==================== block 1
Figure 1. Routed clock nets over the placement (block 1).
Drawn at 1.5 px/um.
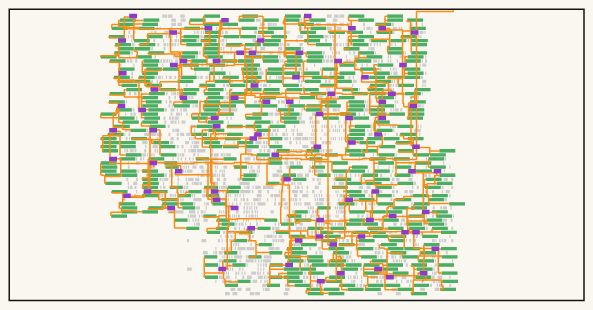

$ cat src/rtl/router_pkg.sv
// Shared types and helpers for the parametrised 1xN packet router.
package router_pkg;

   typedef enum logic [2:0] {
      ST_IDLE,
      ST_WAIT_EMPTY,
      ST_LFD,
      ST_LOAD,
      ST_DROP
   } state_e;

   // A header always carries at least one address bit, even when NUM_CH == 2.
   function automatic int addr_w(input int num_ch);
      return (num_ch > 2) ? $clog2(num_ch) : 1;
   endfunction

endpackage

$ cat src/rtl/router_fifo.sv
// Per-channel fall-through FIFO with a synchronous flush used by the channel timeout.
module router_fifo #(
   parameter int WIDTH = 9,
   parameter int DEPTH = 16
) (
   input  logic             clk,
   input  logic             resetn,
   input  logic             flush,
   input  logic             wr_en,
   input  logic [WIDTH-1:0] wr_data,
   input  logic             rd_en,
   output logic [WIDTH-1:0] rd_data,
   output logic             empty,
   output logic             full
);

   localparam int PTR_W = $clog2(DEPTH);

   logic [WIDTH-1:0] mem [DEPTH];
   logic [PTR_W:0]   wr_ptr_q, wr_ptr_d;
   logic [PTR_W:0]   rd_ptr_q, rd_ptr_d;
   logic             do_wr, do_rd;

   assign empty   = (wr_ptr_q == rd_ptr_q);
   assign full    = (wr_ptr_q[PTR_W] != rd_ptr_q[PTR_W]) &&
                    (wr_ptr_q[PTR_W-1:0] == rd_ptr_q[PTR_W-1:0]);
   assign do_wr   = wr_en && !full && !flush;
   assign do_rd   = rd_en && !empty && !flush;
   // Head word is forced to zero when empty so stale memory never reaches the port.
   assign rd_data = empty ? '0 : mem[rd_ptr_q[PTR_W-1:0]];

   always_comb begin
      wr_ptr_d = wr_ptr_q;
      rd_ptr_d = rd_ptr_q;
      if (flush) begin
         wr_ptr_d = '0;
         rd_ptr_d = '0;
      end else begin
         if (do_wr) wr_ptr_d = wr_ptr_q + (PTR_W+1)'(1);
         if (do_rd) rd_ptr_d = rd_ptr_q + (PTR_W+1)'(1);
      end
   end

   always_ff @(posedge clk or negedge resetn) begin
      if (!resetn) begin
         wr_ptr_q <= '0;
         rd_ptr_q <= '0;
      end else begin
         wr_ptr_q <= wr_ptr_d;
         rd_ptr_q <= rd_ptr_d;
      end
   end

   always_ff @(posedge clk) begin
      if (do_wr) mem[wr_ptr_q[PTR_W-1:0]] <= wr_data;
   end

endmodule

$ cat src/rtl/router_1xn.sv
// 1-to-N packet router: header decode, per-channel buffering with sop tag,
// parity check, illegal-address drop and per-channel unread-data timeout.
module router_1xn
   import router_pkg::*;
#(
   parameter int NUM_CH     = 3,
   parameter int DATA_W     = 8,
   parameter int FIFO_DEPTH = 16,
   parameter int TIMEOUT    = 30
) (
   input  logic                     clk,
   input  logic                     resetn,
   input  logic                     pkt_valid,
   input  logic [DATA_W-1:0]        data_in,
   input  logic [NUM_CH-1:0]        read_en,
   output logic [NUM_CH*DATA_W-1:0] data_out,
   output logic [NUM_CH-1:0]        valid_out,
   output logic [NUM_CH-1:0]        sop_out,
   output logic                     busy,
   output logic                     err,
   output logic                     drop
);

   localparam int ADDR_W = addr_w(NUM_CH);
   localparam int CNT_W  = $clog2(TIMEOUT + 1);
   localparam int FW     = DATA_W + 1;

   state_e                        state_q, state_d;
   logic [DATA_W-1:0]             hdr_q, hdr_d;
   logic [DATA_W-1:0]             parity_q, parity_d;
   logic                          err_q, err_d;
   logic                          drop_q, drop_d;
   logic [NUM_CH-1:0][CNT_W-1:0]  cnt_q, cnt_d;

   logic [NUM_CH-1:0]             fifo_empty, fifo_full, fifo_wr, flush;
   logic [NUM_CH-1:0][FW-1:0]     fifo_rd_data;
   logic                          wr_req;
   logic [FW-1:0]                 wr_word;
   logic [ADDR_W-1:0]             in_addr, dest;
   logic                          in_illegal;

   assign in_addr    = data_in[ADDR_W-1:0];
   assign in_illegal = ({1'b0, in_addr} >= (ADDR_W+1)'(NUM_CH));
   assign dest       = hdr_q[ADDR_W-1:0];

   always_comb begin
      state_d  = state_q;
      hdr_d    = hdr_q;
      parity_d = parity_q;
      err_d    = err_q;
      drop_d   = 1'b0;
      wr_req   = 1'b0;
      wr_word  = '0;
      busy     = 1'b0;
      unique case (state_q)
         ST_IDLE: begin
            if (pkt_valid) begin
               hdr_d = data_in;
               err_d = 1'b0;
               if (in_illegal) begin
                  state_d = ST_DROP;
                  drop_d  = 1'b1;
               end else if (fifo_empty[in_addr]) begin
                  state_d = ST_LFD;
               end else begin
                  state_d = ST_WAIT_EMPTY;
               end
            end
         end
         ST_WAIT_EMPTY: begin
            busy = 1'b1;
            if (fifo_empty[dest]) state_d = ST_LFD;
         end
         ST_LFD: begin
            busy     = 1'b1;
            wr_req   = 1'b1;
            wr_word  = {1'b1, hdr_q};
            parity_d = hdr_q;
            state_d  = ST_LOAD;
         end
         ST_LOAD: begin
            busy = fifo_full[dest];
            if (flush[dest]) begin
               // Packet is lost; a parity byte taken this cycle already ends it.
               state_d = (!busy && !pkt_valid) ? ST_IDLE : ST_DROP;
            end else if (!busy) begin
               wr_req  = 1'b1;
               wr_word = {1'b0, data_in};
               if (pkt_valid) begin
                  parity_d = parity_q ^ data_in;
               end else begin
                  err_d   = (data_in != parity_q);
                  state_d = ST_IDLE;
               end
            end
         end
         ST_DROP: begin
            if (!pkt_valid) state_d = ST_IDLE;
         end
         default: state_d = ST_IDLE;
      endcase
   end

   // Timeout counts consecutive cycles a channel holds data nobody reads.
   always_comb begin
      for (int c = 0; c < NUM_CH; c++) begin
         cnt_d[c] = '0;
         if (!flush[c] && valid_out[c] && !read_en[c]) cnt_d[c] = cnt_q[c] + CNT_W'(1);
      end
   end

   always_ff @(posedge clk or negedge resetn) begin
      if (!resetn) begin
         state_q  <= ST_IDLE;
         hdr_q    <= '0;
         parity_q <= '0;
         err_q    <= 1'b0;
         drop_q   <= 1'b0;
         cnt_q    <= '0;
      end else begin
         state_q  <= state_d;
         hdr_q    <= hdr_d;
         parity_q <= parity_d;
         err_q    <= err_d;
         drop_q   <= drop_d;
         cnt_q    <= cnt_d;
      end
   end

   assign err  = err_q;
   assign drop = drop_q;

   for (genvar c = 0; c < NUM_CH; c++) begin : g_ch
      assign flush[c]   = (cnt_q[c] == CNT_W'(TIMEOUT - 1));
      assign fifo_wr[c] = wr_req && (dest == ADDR_W'(c));

      router_fifo #(
         .WIDTH (FW),
         .DEPTH (FIFO_DEPTH)
      ) u_fifo (
         .clk     (clk),
         .resetn  (resetn),
         .flush   (flush[c]),
         .wr_en   (fifo_wr[c]),
         .wr_data (wr_word),
         .rd_en   (read_en[c]),
         .rd_data (fifo_rd_data[c]),
         .empty   (fifo_empty[c]),
         .full    (fifo_full[c])
      );

      assign data_out[c*DATA_W +: DATA_W] = fifo_rd_data[c][DATA_W-1:0];
      assign valid_out[c]                 = !fifo_empty[c];
      assign sop_out[c]                   = fifo_rd_data[c][DATA_W];
   end

endmodule

$ cat config.mk
export PLATFORM = sky130hd
export DESIGN_NAME = router_1xn
export DESIGN_NICKNAME = d
export VERILOG_FILES = /design/src/rtl/router_pkg.sv /design/src/rtl/router_fifo.sv /design/src/rtl/router_1xn.sv
export SDC_FILE = /design/constraint.sdc
export NUM_CORES = 1
export LEC_CHECK = 0
export ABC_AREA = 1
export CORE_ASPECT_RATIO = 0.5
export CORE_MARGIN = 2
export CORE_UTILIZATION = 30
export CTS_BUF_LIST = sky130_fd_sc_hd__clkbuf_8
export CTS_CLUSTER_SIZE = 20
export DETAILED_ROUTE_END_ITERATION = 10
export SYNTH_ARGS = -nofsm -noshare
export SYNTH_HDL_FRONTEND = slang
export SYNTH_SLANG_ARGS = --single-unit
$ cat constraint.sdc
create_clock -name clk -period 4.7 [get_ports clk]
set_clock_uncertainty 0.1 [all_clocks]
set_input_delay 0.47 -clock clk [delete_from_list [all_inputs] [get_ports clk]]
set_output_delay 0.47 -clock clk [all_outputs]
set_load 0.005 [all_outputs]
==================== block 2
## src/rtl/comma_align_ctrl.sv

```systemverilog
// 1000BASE-X receive word aligner: finds the comma bit offset in a 20-bit sliding
// window, confirms it over several commas, then holds the barrel-shift offset.
module comma_align_ctrl #(
  parameter int LOCK_COMMAS  = 3,
  parameter int VERIFY_WORDS = 64,
  parameter int LOSS_WORDS   = 16
) (
  input  logic       Clk,
  input  logic       Reset,
  input  logic [9:0] raw_code,
  input  logic       raw_valid,
  input  logic       code_synch_status,
  output logic [9:0] aligned_code,
  output logic       aligned_valid,
  output logic [3:0] align_offset,
  output logic       locked,
  output logic [7:0] realign_count
);

  localparam logic [3:0] LOCK_CNT   = 4'(LOCK_COMMAS);
  localparam logic [7:0] VERIFY_CNT = 8'(VERIFY_WORDS);
  localparam logic [7:0] LOSS_CNT   = 8'(LOSS_WORDS);

  typedef enum logic [1:0] {
    ST_SEARCH = 2'd0,
    ST_VERIFY = 2'd1,
    ST_LOCKED = 2'd2
  } state_t;

  state_t      r_state;
  state_t      w_state_nxt;
  logic [9:0]  r_prev;
  logic [3:0]  r_cand;
  logic [3:0]  r_ccnt;
  logic [7:0]  r_wcnt;
  logic [7:0]  r_lcnt;
  logic [3:0]  r_offset;
  logic [7:0]  r_realign;
  logic [9:0]  r_aligned_code;
  logic        r_aligned_valid;

  logic [3:0]  w_cand_nxt;
  logic [3:0]  w_ccnt_nxt;
  logic [7:0]  w_wcnt_nxt;
  logic [7:0]  w_lcnt_nxt;
  logic [3:0]  w_offset_nxt;
  logic [7:0]  w_realign_nxt;
  logic [3:0]  w_ccnt_inc;
  logic [7:0]  w_wcnt_inc;
  logic [7:0]  w_lcnt_inc;

  logic [19:0] w_win;
  logic [15:0] w_comma;
  logic [3:0]  w_first;
  logic        w_any;
  logic        w_cand_hit;

  // Candidate k is window bits [19-k -: 10]; the comma test only needs its top seven bits.
  function automatic logic f_comma_at(input logic [19:0] win, input logic [3:0] k);
    logic [6:0] hi;
    hi = 7'(win >> (5'd13 - {1'b0, k}));
    return (hi == 7'b0011111) || (hi == 7'b1100000);
  endfunction

  function automatic logic [9:0] f_slice(input logic [19:0] win, input logic [3:0] k);
    return 10'(win >> (5'd10 - {1'b0, k}));
  endfunction

  assign w_win      = {r_prev, raw_code};
  assign w_any      = |w_comma;
  assign w_cand_hit = w_comma[r_cand];
  assign w_ccnt_inc = r_ccnt + 4'd1;
  assign w_wcnt_inc = r_wcnt + 8'd1;
  assign w_lcnt_inc = r_lcnt + 8'd1;

  // Comma detection at every offset; the lowest offset with a comma is reported.
  always_comb begin
    w_comma = 16'd0;
    w_first = 4'd0;
    for (int k = 0; k < 10; k++) begin
      w_comma[k] = f_comma_at(w_win, 4'(k));
    end
    for (int k = 9; k >= 0; k--) begin
      w_first = w_comma[k] ? 4'(k) : w_first;
    end
  end

  // Next-state and counter decisions for one valid word.
  always_comb begin
    w_state_nxt   = r_state;
    w_cand_nxt    = r_cand;
    w_ccnt_nxt    = r_ccnt;
    w_wcnt_nxt    = r_wcnt;
    w_lcnt_nxt    = r_lcnt;
    w_offset_nxt  = r_offset;
    w_realign_nxt = r_realign;
    case (r_state)
      ST_SEARCH: begin
        if (w_any) begin
          w_cand_nxt  = w_first;
          w_ccnt_nxt  = 4'd1;
          w_wcnt_nxt  = 8'd0;
          w_state_nxt = ST_VERIFY;
        end else begin
          w_state_nxt = ST_SEARCH;
        end
      end
      ST_VERIFY: begin
        // A comma at the current candidate outranks commas elsewhere in the window.
        if (w_cand_hit) begin
          w_ccnt_nxt = w_ccnt_inc;
          w_wcnt_nxt = 8'd0;
          if (w_ccnt_inc == LOCK_CNT) begin
            w_offset_nxt = r_cand;
            w_state_nxt  = ST_LOCKED;
          end else begin
            w_state_nxt = ST_VERIFY;
          end
        end else if (w_any) begin
          w_cand_nxt = w_first;
          w_ccnt_nxt = 4'd1;
          w_wcnt_nxt = 8'd0;
        end else if (w_wcnt_inc == VERIFY_CNT) begin
          w_wcnt_nxt  = 8'd0;
          w_state_nxt = ST_SEARCH;
        end else begin
          w_wcnt_nxt = w_wcnt_inc;
        end
      end
      ST_LOCKED: begin
        if (code_synch_status) begin
          w_lcnt_nxt = 8'd0;
        end else if (w_lcnt_inc == LOSS_CNT) begin
          w_lcnt_nxt    = 8'd0;
          w_state_nxt   = ST_SEARCH;
          w_realign_nxt = (r_realign == 8'hFF) ? r_realign : (r_realign + 8'd1);
        end else begin
          w_lcnt_nxt = w_lcnt_inc;
        end
      end
      default: begin
        w_state_nxt = ST_SEARCH;
      end
    endcase
  end

  // Controller state register; gap cycles leave everything untouched.
  always_ff @(posedge Clk or posedge Reset) begin
    if (Reset) begin
      r_state   <= ST_SEARCH;
      r_cand    <= 4'd0;
      r_ccnt    <= 4'd0;
      r_wcnt    <= 8'd0;
      r_lcnt    <= 8'd0;
      r_offset  <= 4'd0;
      r_realign <= 8'd0;
    end else if (raw_valid) begin
      r_state   <= w_state_nxt;
      r_cand    <= w_cand_nxt;
      r_ccnt    <= w_ccnt_nxt;
      r_wcnt    <= w_wcnt_nxt;
      r_lcnt    <= w_lcnt_nxt;
      r_offset  <= w_offset_nxt;
      r_realign <= w_realign_nxt;
    end
  end

  // Datapath: previous-word register and barrel shift using the pre-update offset.
  always_ff @(posedge Clk or posedge Reset) begin
    if (Reset) begin
      r_prev          <= 10'd0;
      r_aligned_code  <= 10'd0;
      r_aligned_valid <= 1'b0;
    end else if (raw_valid) begin
      r_prev          <= raw_code;
      r_aligned_code  <= f_slice(w_win, r_offset);
      r_aligned_valid <= 1'b1;
    end else begin
      r_aligned_valid <= 1'b0;
    end
  end

  // Output decode from the state register.
  always_comb begin
    case (r_state)
      ST_LOCKED: locked = 1'b1;
      default:   locked = 1'b0;
    endcase
  end

  assign aligned_code  = r_aligned_code;
  assign aligned_valid = r_aligned_valid;
  assign align_offset  = r_offset;
  assign realign_count = r_realign;

endmodule

```

## config.mk

```make
export PLATFORM = sky130hd
export DESIGN_NAME = comma_align_ctrl
export DESIGN_NICKNAME = d
export VERILOG_FILES = /design/src/rtl/comma_align_ctrl.sv
export SDC_FILE = /design/constraint.sdc
export NUM_CORES = 1
export LEC_CHECK = 0
export ABC_CLOCK_PERIOD_IN_PS = 2600
export CORE_ASPECT_RATIO = 0.5
export CORE_MARGIN = 2
export CORE_UTILIZATION = 40
export DETAILED_ROUTE_END_ITERATION = 8
export SYNTH_ARGS = -nofsm -noshare
export SYNTH_HDL_FRONTEND = slang
export SYNTH_SLANG_ARGS = --single-unit
```

## constraint.sdc

```tcl
create_clock -name Clk -period 2.6 [get_ports Clk]
set_clock_uncertainty 0.05 [all_clocks]
set_input_delay 0.26 -clock Clk [delete_from_list [all_inputs] [get_ports Clk]]
set_output_delay 0.26 -clock Clk [all_outputs]
set_load 0.1 [all_outputs]
```

==================== block 3
<file path="config.mk">
export PLATFORM = sky130hd
export DESIGN_NAME = pc_call_ret_ctrl_flat
export DESIGN_NICKNAME = d
export VERILOG_FILES = /design/src/rtl/pc_call_ret_ctrl_if.sv /design/src/rtl/pc_call_ret_ctrl.sv /design/src/flat_wrapper.sv
export SDC_FILE = /design/constraint.sdc
export NUM_CORES = 1
export LEC_CHECK = 0
export CAP_MARGIN = 15
export CELL_PAD_IN_SITES_DETAIL_PLACEMENT = 1
export CELL_PAD_IN_SITES_GLOBAL_PLACEMENT = 2
export CORE_MARGIN = 5
export CORE_UTILIZATION = 24
export CTS_CLUSTER_DIAMETER = 80
export CTS_CLUSTER_SIZE = 40
export DETAILED_ROUTE_END_ITERATION = 8
export PLACE_DENSITY = 0.81
export SETUP_SLACK_MARGIN = 0.1
export SYNTH_ARGS = -nofsm -noshare
export SYNTH_HDL_FRONTEND = slang
export SYNTH_SLANG_ARGS = --single-unit
</file>
<file path="constraint.sdc">
create_clock -name clk -period 4.2 [get_ports clk]
set_input_delay 0.63 -clock clk [delete_from_list [all_inputs] [get_ports clk]]
set_output_delay 0.63 -clock clk [all_outputs]
set_load 0.005 [all_outputs]
</file>
<file path="src/rtl/pc_call_ret_ctrl_if.sv">
// Fetch/decode and call-stack handshake bundle for pc_call_ret_ctrl.
// The master modport is the controller; the slave side is fetch/decode plus the stack.
interface pc_call_ret_ctrl_if #(
  parameter int AW = 10
);
  logic          instr_valid;
  logic          is_call;
  logic          is_ret;
  logic [AW-1:0] target_addr;
  logic          stall;
  logic          stk_push;
  logic          stk_pop;
  logic [AW-1:0] stk_push_addr;
  logic [AW-1:0] stk_ret_addr;
  logic          stk_empty;

  modport master (
    input  instr_valid, is_call, is_ret, target_addr, stk_ret_addr, stk_empty,
    output stall, stk_push, stk_pop, stk_push_addr
  );

  modport slave (
    output instr_valid, is_call, is_ret, target_addr, stk_ret_addr, stk_empty,
    input  stall, stk_push, stk_pop, stk_push_addr
  );
endinterface

</file>
<file path="src/rtl/pc_call_ret_ctrl.sv">
// Program counter with call/return sequencing against an external registered stack.
// Returns take two stall cycles so the stack's registered top-of-stack can settle.
module pc_call_ret_ctrl #(
  parameter int AW        = 10,
  parameter int STACK_CAP = 7
) (
  input  logic                clk,
  input  logic                reset,
  pc_call_ret_ctrl_if.master  bus,
  output logic [AW-1:0]       pc,
  output logic [3:0]          depth,
  output logic                ovf_err,
  output logic                unf_err
);

  typedef enum logic [1:0] {RUN, RET_WAIT, RET_POP} state_t;

  localparam logic [3:0] CAP = 4'(STACK_CAP);

  state_t state;
  logic   stall_q;
  logic   pop_q;
  logic   accept;
  logic   take_call;
  logic   take_ret;
  logic   stack_full;

  // A call outranks a simultaneous return.
  assign accept     = (state == RUN) && bus.instr_valid;
  assign stack_full = (depth >= CAP);
  assign take_call  = accept && bus.is_call;
  assign take_ret   = accept && !bus.is_call && bus.is_ret;

  assign bus.stk_push      = take_call && !stack_full && !reset;
  assign bus.stk_push_addr = pc + AW'(1);
  assign bus.stall         = stall_q;
  assign bus.stk_pop       = pop_q;

  always_ff @(posedge clk) begin
    if (reset) begin
      state   <= RUN;
      pc      <= '0;
      depth   <= '0;
      stall_q <= 1'b0;
      pop_q   <= 1'b0;
      ovf_err <= 1'b0;
      unf_err <= 1'b0;
    end else begin
      case (state)
        RUN: begin
          if (take_call) begin
            pc <= bus.target_addr;
            if (stack_full) ovf_err <= 1'b1;
            else            depth   <= depth + 4'd1;
          end else if (take_ret) begin
            if (depth != 4'd0) begin
              state   <= RET_WAIT;
              stall_q <= 1'b1;
            end else begin
              pc      <= '0;
              unf_err <= 1'b1;
            end
          end else if (accept) begin
            pc <= pc + AW'(1);
          end
        end
        RET_WAIT: begin
          state <= RET_POP;
          pop_q <= 1'b1;
        end
        RET_POP: begin
          pc      <= bus.stk_ret_addr;
          depth   <= depth - 4'd1;
          state   <= RUN;
          stall_q <= 1'b0;
          pop_q   <= 1'b0;
        end
        default: begin
          state   <= RUN;
          stall_q <= 1'b0;
          pop_q   <= 1'b0;
        end
      endcase
    end
  end

endmodule

</file>
<file path="src/flat_wrapper.sv">
// flat-port wrapper written by rule: the top's interface ports become plain ports
module pc_call_ret_ctrl_flat 
#(
  parameter int AW        = 10,
  parameter int STACK_CAP = 7
)
  (clk, reset, pc, depth, ovf_err, unf_err, bus_instr_valid, bus_is_call, bus_is_ret, bus_target_addr, bus_stk_ret_addr, bus_stk_empty, bus_stall, bus_stk_push, bus_stk_pop, bus_stk_push_addr);
  pc_call_ret_ctrl_if #(.AW(AW)) bus_i ();
  input  logic clk;
  input  logic reset;
  output logic [AW-1:0] pc;
  output logic [3:0] depth;
  output logic ovf_err;
  output logic unf_err;
  input wire logic [$bits(bus_i.instr_valid)-1:0] bus_instr_valid;
  input wire logic [$bits(bus_i.is_call)-1:0] bus_is_call;
  input wire logic [$bits(bus_i.is_ret)-1:0] bus_is_ret;
  input wire logic [$bits(bus_i.target_addr)-1:0] bus_target_addr;
  input wire logic [$bits(bus_i.stk_ret_addr)-1:0] bus_stk_ret_addr;
  input wire logic [$bits(bus_i.stk_empty)-1:0] bus_stk_empty;
  output wire logic [$bits(bus_i.stall)-1:0] bus_stall;
  output wire logic [$bits(bus_i.stk_push)-1:0] bus_stk_push;
  output wire logic [$bits(bus_i.stk_pop)-1:0] bus_stk_pop;
  output wire logic [$bits(bus_i.stk_push_addr)-1:0] bus_stk_push_addr;
  assign bus_i.instr_valid = bus_instr_valid;
  assign bus_i.is_call = bus_is_call;
  assign bus_i.is_ret = bus_is_ret;
  assign bus_i.target_addr = bus_target_addr;
  assign bus_i.stk_ret_addr = bus_stk_ret_addr;
  assign bus_i.stk_empty = bus_stk_empty;
  assign bus_stall = bus_i.stall;
  assign bus_stk_push = bus_i.stk_push;
  assign bus_stk_pop = bus_i.stk_pop;
  assign bus_stk_push_addr = bus_i.stk_push_addr;
  pc_call_ret_ctrl #(.AW(AW), .STACK_CAP(STACK_CAP)) u_core (.clk(clk), .reset(reset), .bus(bus_i), .pc(pc), .depth(depth), .ovf_err(ovf_err), .unf_err(unf_err));
endmodule
</file>

==> notes/layouts.md <==
Pictures saved along the way, in no particular order.

Cells colored by class.
picture 1
Drawn at 3 px/um. Fill, decap, tap and diode cells in gray.
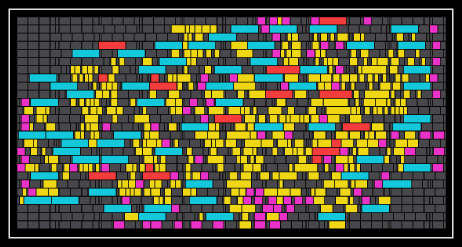
picture 2
Drawn at 4 px/um. Fill, decap, tap and diode cells in gray.
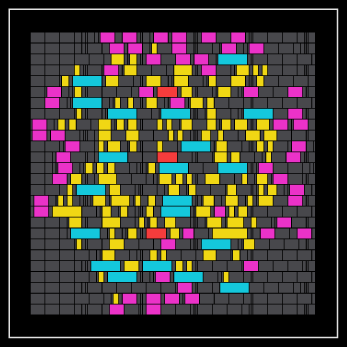
picture 3
Drawn at 1 px/um. Fill, decap, tap and diode cells in gray.
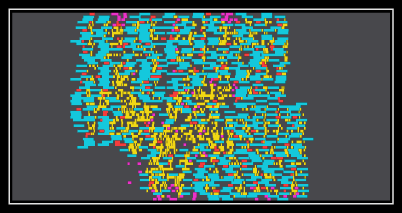
The one with the smallest die is picture 2.
The one with the fewest sequential cells is picture 2.
picture 2 -> block 3
picture 3 -> block 1
picture 1 -> block 2

Figure 2. Wires at chosen ports, followed through buffers (block 1).
Drawn at 1 px/um.
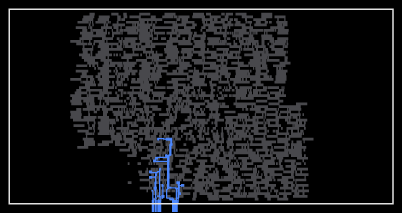
color	port	bits	direction	edge	end cells	buffers	wire
blue	data_in	8	input	bottom	21	8	387 um

About Figure 1:
[green] flip-flops | count: 498
[purple] clock-net drivers | count: 80
[orange] clock wires | length: 6410 um
routed clock nets	81

==> impl_metrics.yaml, block 1 <==
# generated from flow reports
status:
  status: "complete, no violations"
placement:
  gp_congestion: 0.866
yosys:
  largest_area_cell: "edfxtp_1"
  synth_nets: 1854
  synthAdderAreaFrac: 0.0122
  yosysTopAreaCellShare: 0.605
  ys_types: 49
  postSynthSeqShare: 0.681
final_timing:
  fmax_mhz: 253
power:
  intPower_w: 0.00902
  pwr-share-comb: 0.363
  pg_seq_w: 0.00581
worst_setup_path:
  max_stage_delay_ns: 0.58
  reg2reg_to: "g_ch[1].u_fifo.mem[1][8]"
  critical_path_class: "flip-flop to output pin"
route:
  met3_length_um: 3110
  wl_met2_um: 24400
  drtIter0Drc: 1398
die:
  die_area_um2: 73800
  chipWidth_um: 382
  fp.coreArea_um2: 70900
layout:
  area_growth_pct: 14.1
  diodes: 0
  mostFrequentLayoutCell: "edfxtp_1"
  post-route-cell-area_um2: 24500
global_routing:
  grt.met3_usage: 0.0283
  grt_pass1_wl_um: 78900
  grt_max_degree: 76
clocking:
  cts_tree: "done"
  numCtsBuffers: 80
  clock-sinks: 498
==> block 1: state kept, by name, indices dropped and copies added, names as in the netlist <==
name,count
g_ch.u_fifo.rd_ptr_q,15
err,1
g_ch.u_fifo.mem,432
drop,1
state_q,3
g_ch.u_fifo.wr_ptr_q,15
hdr_q,8
cnt_q,15
parity_q,8
==> block 1: area by class of cell <==
type                    instances  area, um2  area share
flip-flops and latches        498      14600       0.598
multi-input cells            1137       6150       0.251
well taps                     958       1200      0.0490
clock buffers                  83       1140      0.0467
repair buffers                 78        698      0.0285
inverters                      89        340      0.0139
clock inverters                60        324      0.0132
Figure 3. Wires at chosen ports, followed through buffers (block 2).
Drawn at 3 px/um.
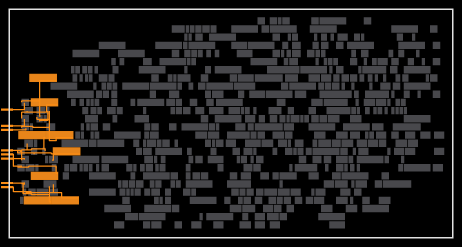
color	port	bits	direction	edge	end cells	buffers	wire
orange	realign_count	8	output	left	8	8	227 um

==> impl_metrics.yaml, block 2 <==
# generated from flow reports
yosys:
  synth_flops: 59
  netlist_instances: 452
  synthMuxAreaShare: 0.136
  synthSimpleGateAreaFrac: 0.213
  ys_cells: 452
die:
  chipWidth_um: 147
  io_pins: 38
global_routing:
  grtUsageMet1: 0.268
  grt.busiest_layer: "met2"
route:
  top_layer: "met4"
  avgViaCountPerCell: 5.56
placement:
  gp_congestion: 0.850
  hpwl_um: 7800
final_timing:
  drv_slew: 0
  min_period_ns: 2.50
  hold_slack_ns: 0.264
worst_hold_path:
  hp-class: "primary input to asynchronous set/reset pin"
worst_setup_path:
  timing.critical_path.to: "align_offset[2]"
  required_ns: 2.77
power:
  irDropWorstVdd_mv: 0.507
  power.share.clock: 0.243
  intPower_w: 0.00298
status:
  status: "complete, no violations"
layout:
  mostFrequentLayoutCell: "buf_4"
  drive_gt1_frac: 0.276
job:
  warnings: 27
-- block 2: power groups by stage --
stage	Combinational (W)	Sequential [W]	Clock, W
after floorplan	0.00148	0.00195	0
after global placement	0.00274	0.00134	0
after detailed placement	0.00276	0.00135	0
after CTS	0.00277	0.00133	0.00135
after global routing	0.00299	0.00138	0.00140
final	0.00277	0.00134	0.00132
-- block 2: area by class of cell --
class	count	area (um2)
repair buffers	83	656
well taps	140	175
clock inverters	7	101
flip-flops and latches	59	1480
clock buffers	9	225
multi-input cells	343	2490
inverters	24	90.1
fillers	944	4900
Figure 4. The clock network (block 3).
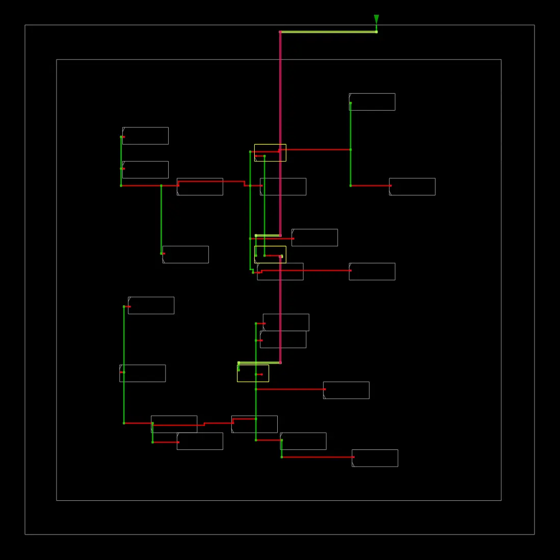
clock buffer count in the final layout: 3
clk pwr: 0.000128 W
Worst-Skew Late Latency: 0.26 ns
Sink Count: 20
clk_skew: 0.00494 ns

Figure 5. Wires at chosen ports, followed through buffers (block 3).
Drawn at 4 px/um.
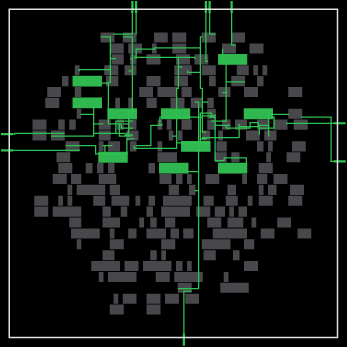
color	port	bits	direction	edge	end cells	buffers	wire
green	pc	10	output	5 top, 2 left, 2 right, 1 bottom	10	10	587 um

==> impl_metrics.yaml, block 3 <==
# generated from flow reports
final_timing:
  fin_ws_ns: 1.12
  tightest_slew_ns: 0.667
  period_used_share: 0.734
  hold_viol_final: 0
  fmax_mhz: 324
yosys:
  yosysTopAreaCellShare: 0.325
  top_cells_by_area: "dfxtp_1, xnor2_1, nor2_1"
  synthAdderAreaFrac: 0.0467
  yosys_area_um2: 1230
  ys_types: 48
  async_flop_share: 0
  synth.logic.top_family: "AND-OR/OR-AND gates"
  largest_area_cell: "dfxtp_1"
  synth_flops: 20
layout:
  final_cells: 266
  n_fill_cell: 600
  mostFrequentLayoutCell: "clkdlybuf4s50_1"
  seq_share: 0.215
  flops: 20
  logic_gate_count: 114
  area_growth_pct: 50.8
worst_setup_path:
  path_buffers: 3
  max_stage_delay_ns: 0.66
  cp-start-kind: "primary input"
  cp_data_arrival_time_ns: 2.45
  cpMostUsedCell: "clkdlybuf4s50_1"
die:
  std_cell_rows: 26
  fp.coreArea_um2: 5040
  die_area_um2: 6670
global_routing:
  grt_overflow: 0
  grtUsageMet1: 0.166
  grt_max_degree: 16
power:
  power.share.clock: 0.283
  cellPowerDensity_nw_per_um2: 243
  pg_seq_w: 0.000212
  power_frac_seq: 0.468
  leakage_nw: 0.687
route:
  met3_length_um: 230
  drt-total-wl_um: 4200
clocking:
  cts_tree: "done"
  postCtsSetupBuffers: 0
worst_hold_path:
  hp-class: "flip-flop to flip-flop"
placement:
  port_buffers: 53
status:
  status: "complete, no violations"
-- block 3: final timing paths --
| kind | startpoint | end | slack (ns) |
|---|---|---|---|
| setup / recovery | bus_is_call | bus_stk_push | 1.12 |
| hold / removal | u_core.unf_err | u_core.unf_err | 0.48 |
| setup reg to reg | u_core.state[0] | u_core.depth[3] | 1.66 |
| hold reg to reg | u_core.unf_err | u_core.unf_err | 0.48 |
-- block 3: state kept, by name (all words and copies together), names as in the netlist --
register,cells
u_core.depth,4
u_core.pc,10
u_core.ovf_err,1
u_core.bus.stall,1
u_core.bus.stk_pop,1
u_core.unf_err,1
u_core.state,2


==> notes/layouts.md <==
Pictures saved along the way, in no particular order.

The metal 2 layer.
Plate I
Drawn at 1.5 px/um.
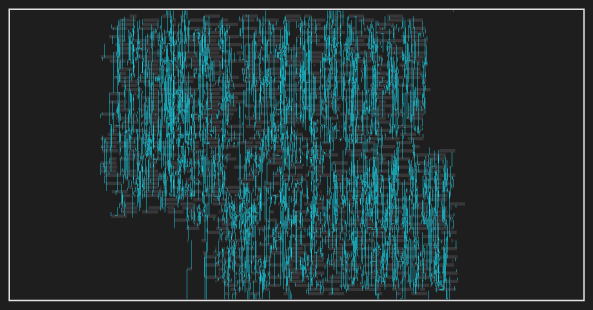
Plate II
Drawn at 6 px/um.
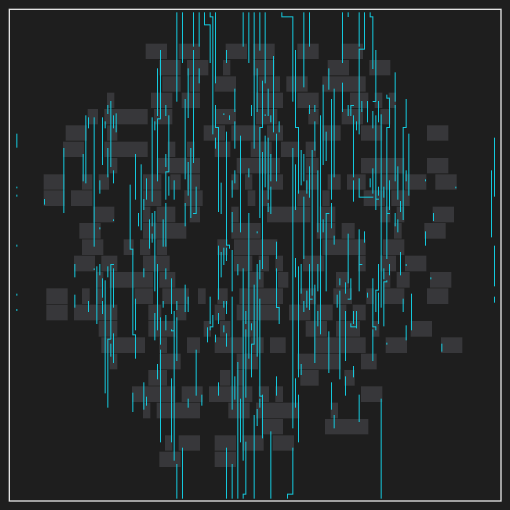
Plate III
Drawn at 4 px/um.
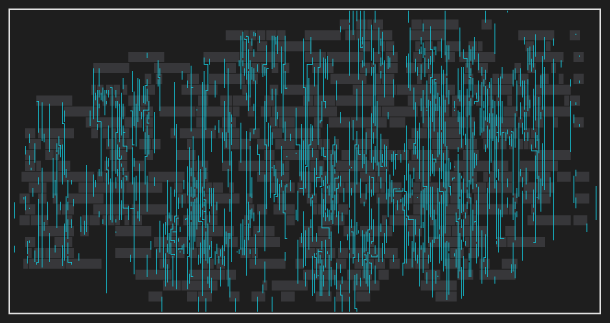
- smallest die: Plate II
- largest die: Plate I
Plate II -> block 3
Plate III -> block 2
Plate I -> block 1

No activity file was given, so power comes from the tool's default toggle rates.
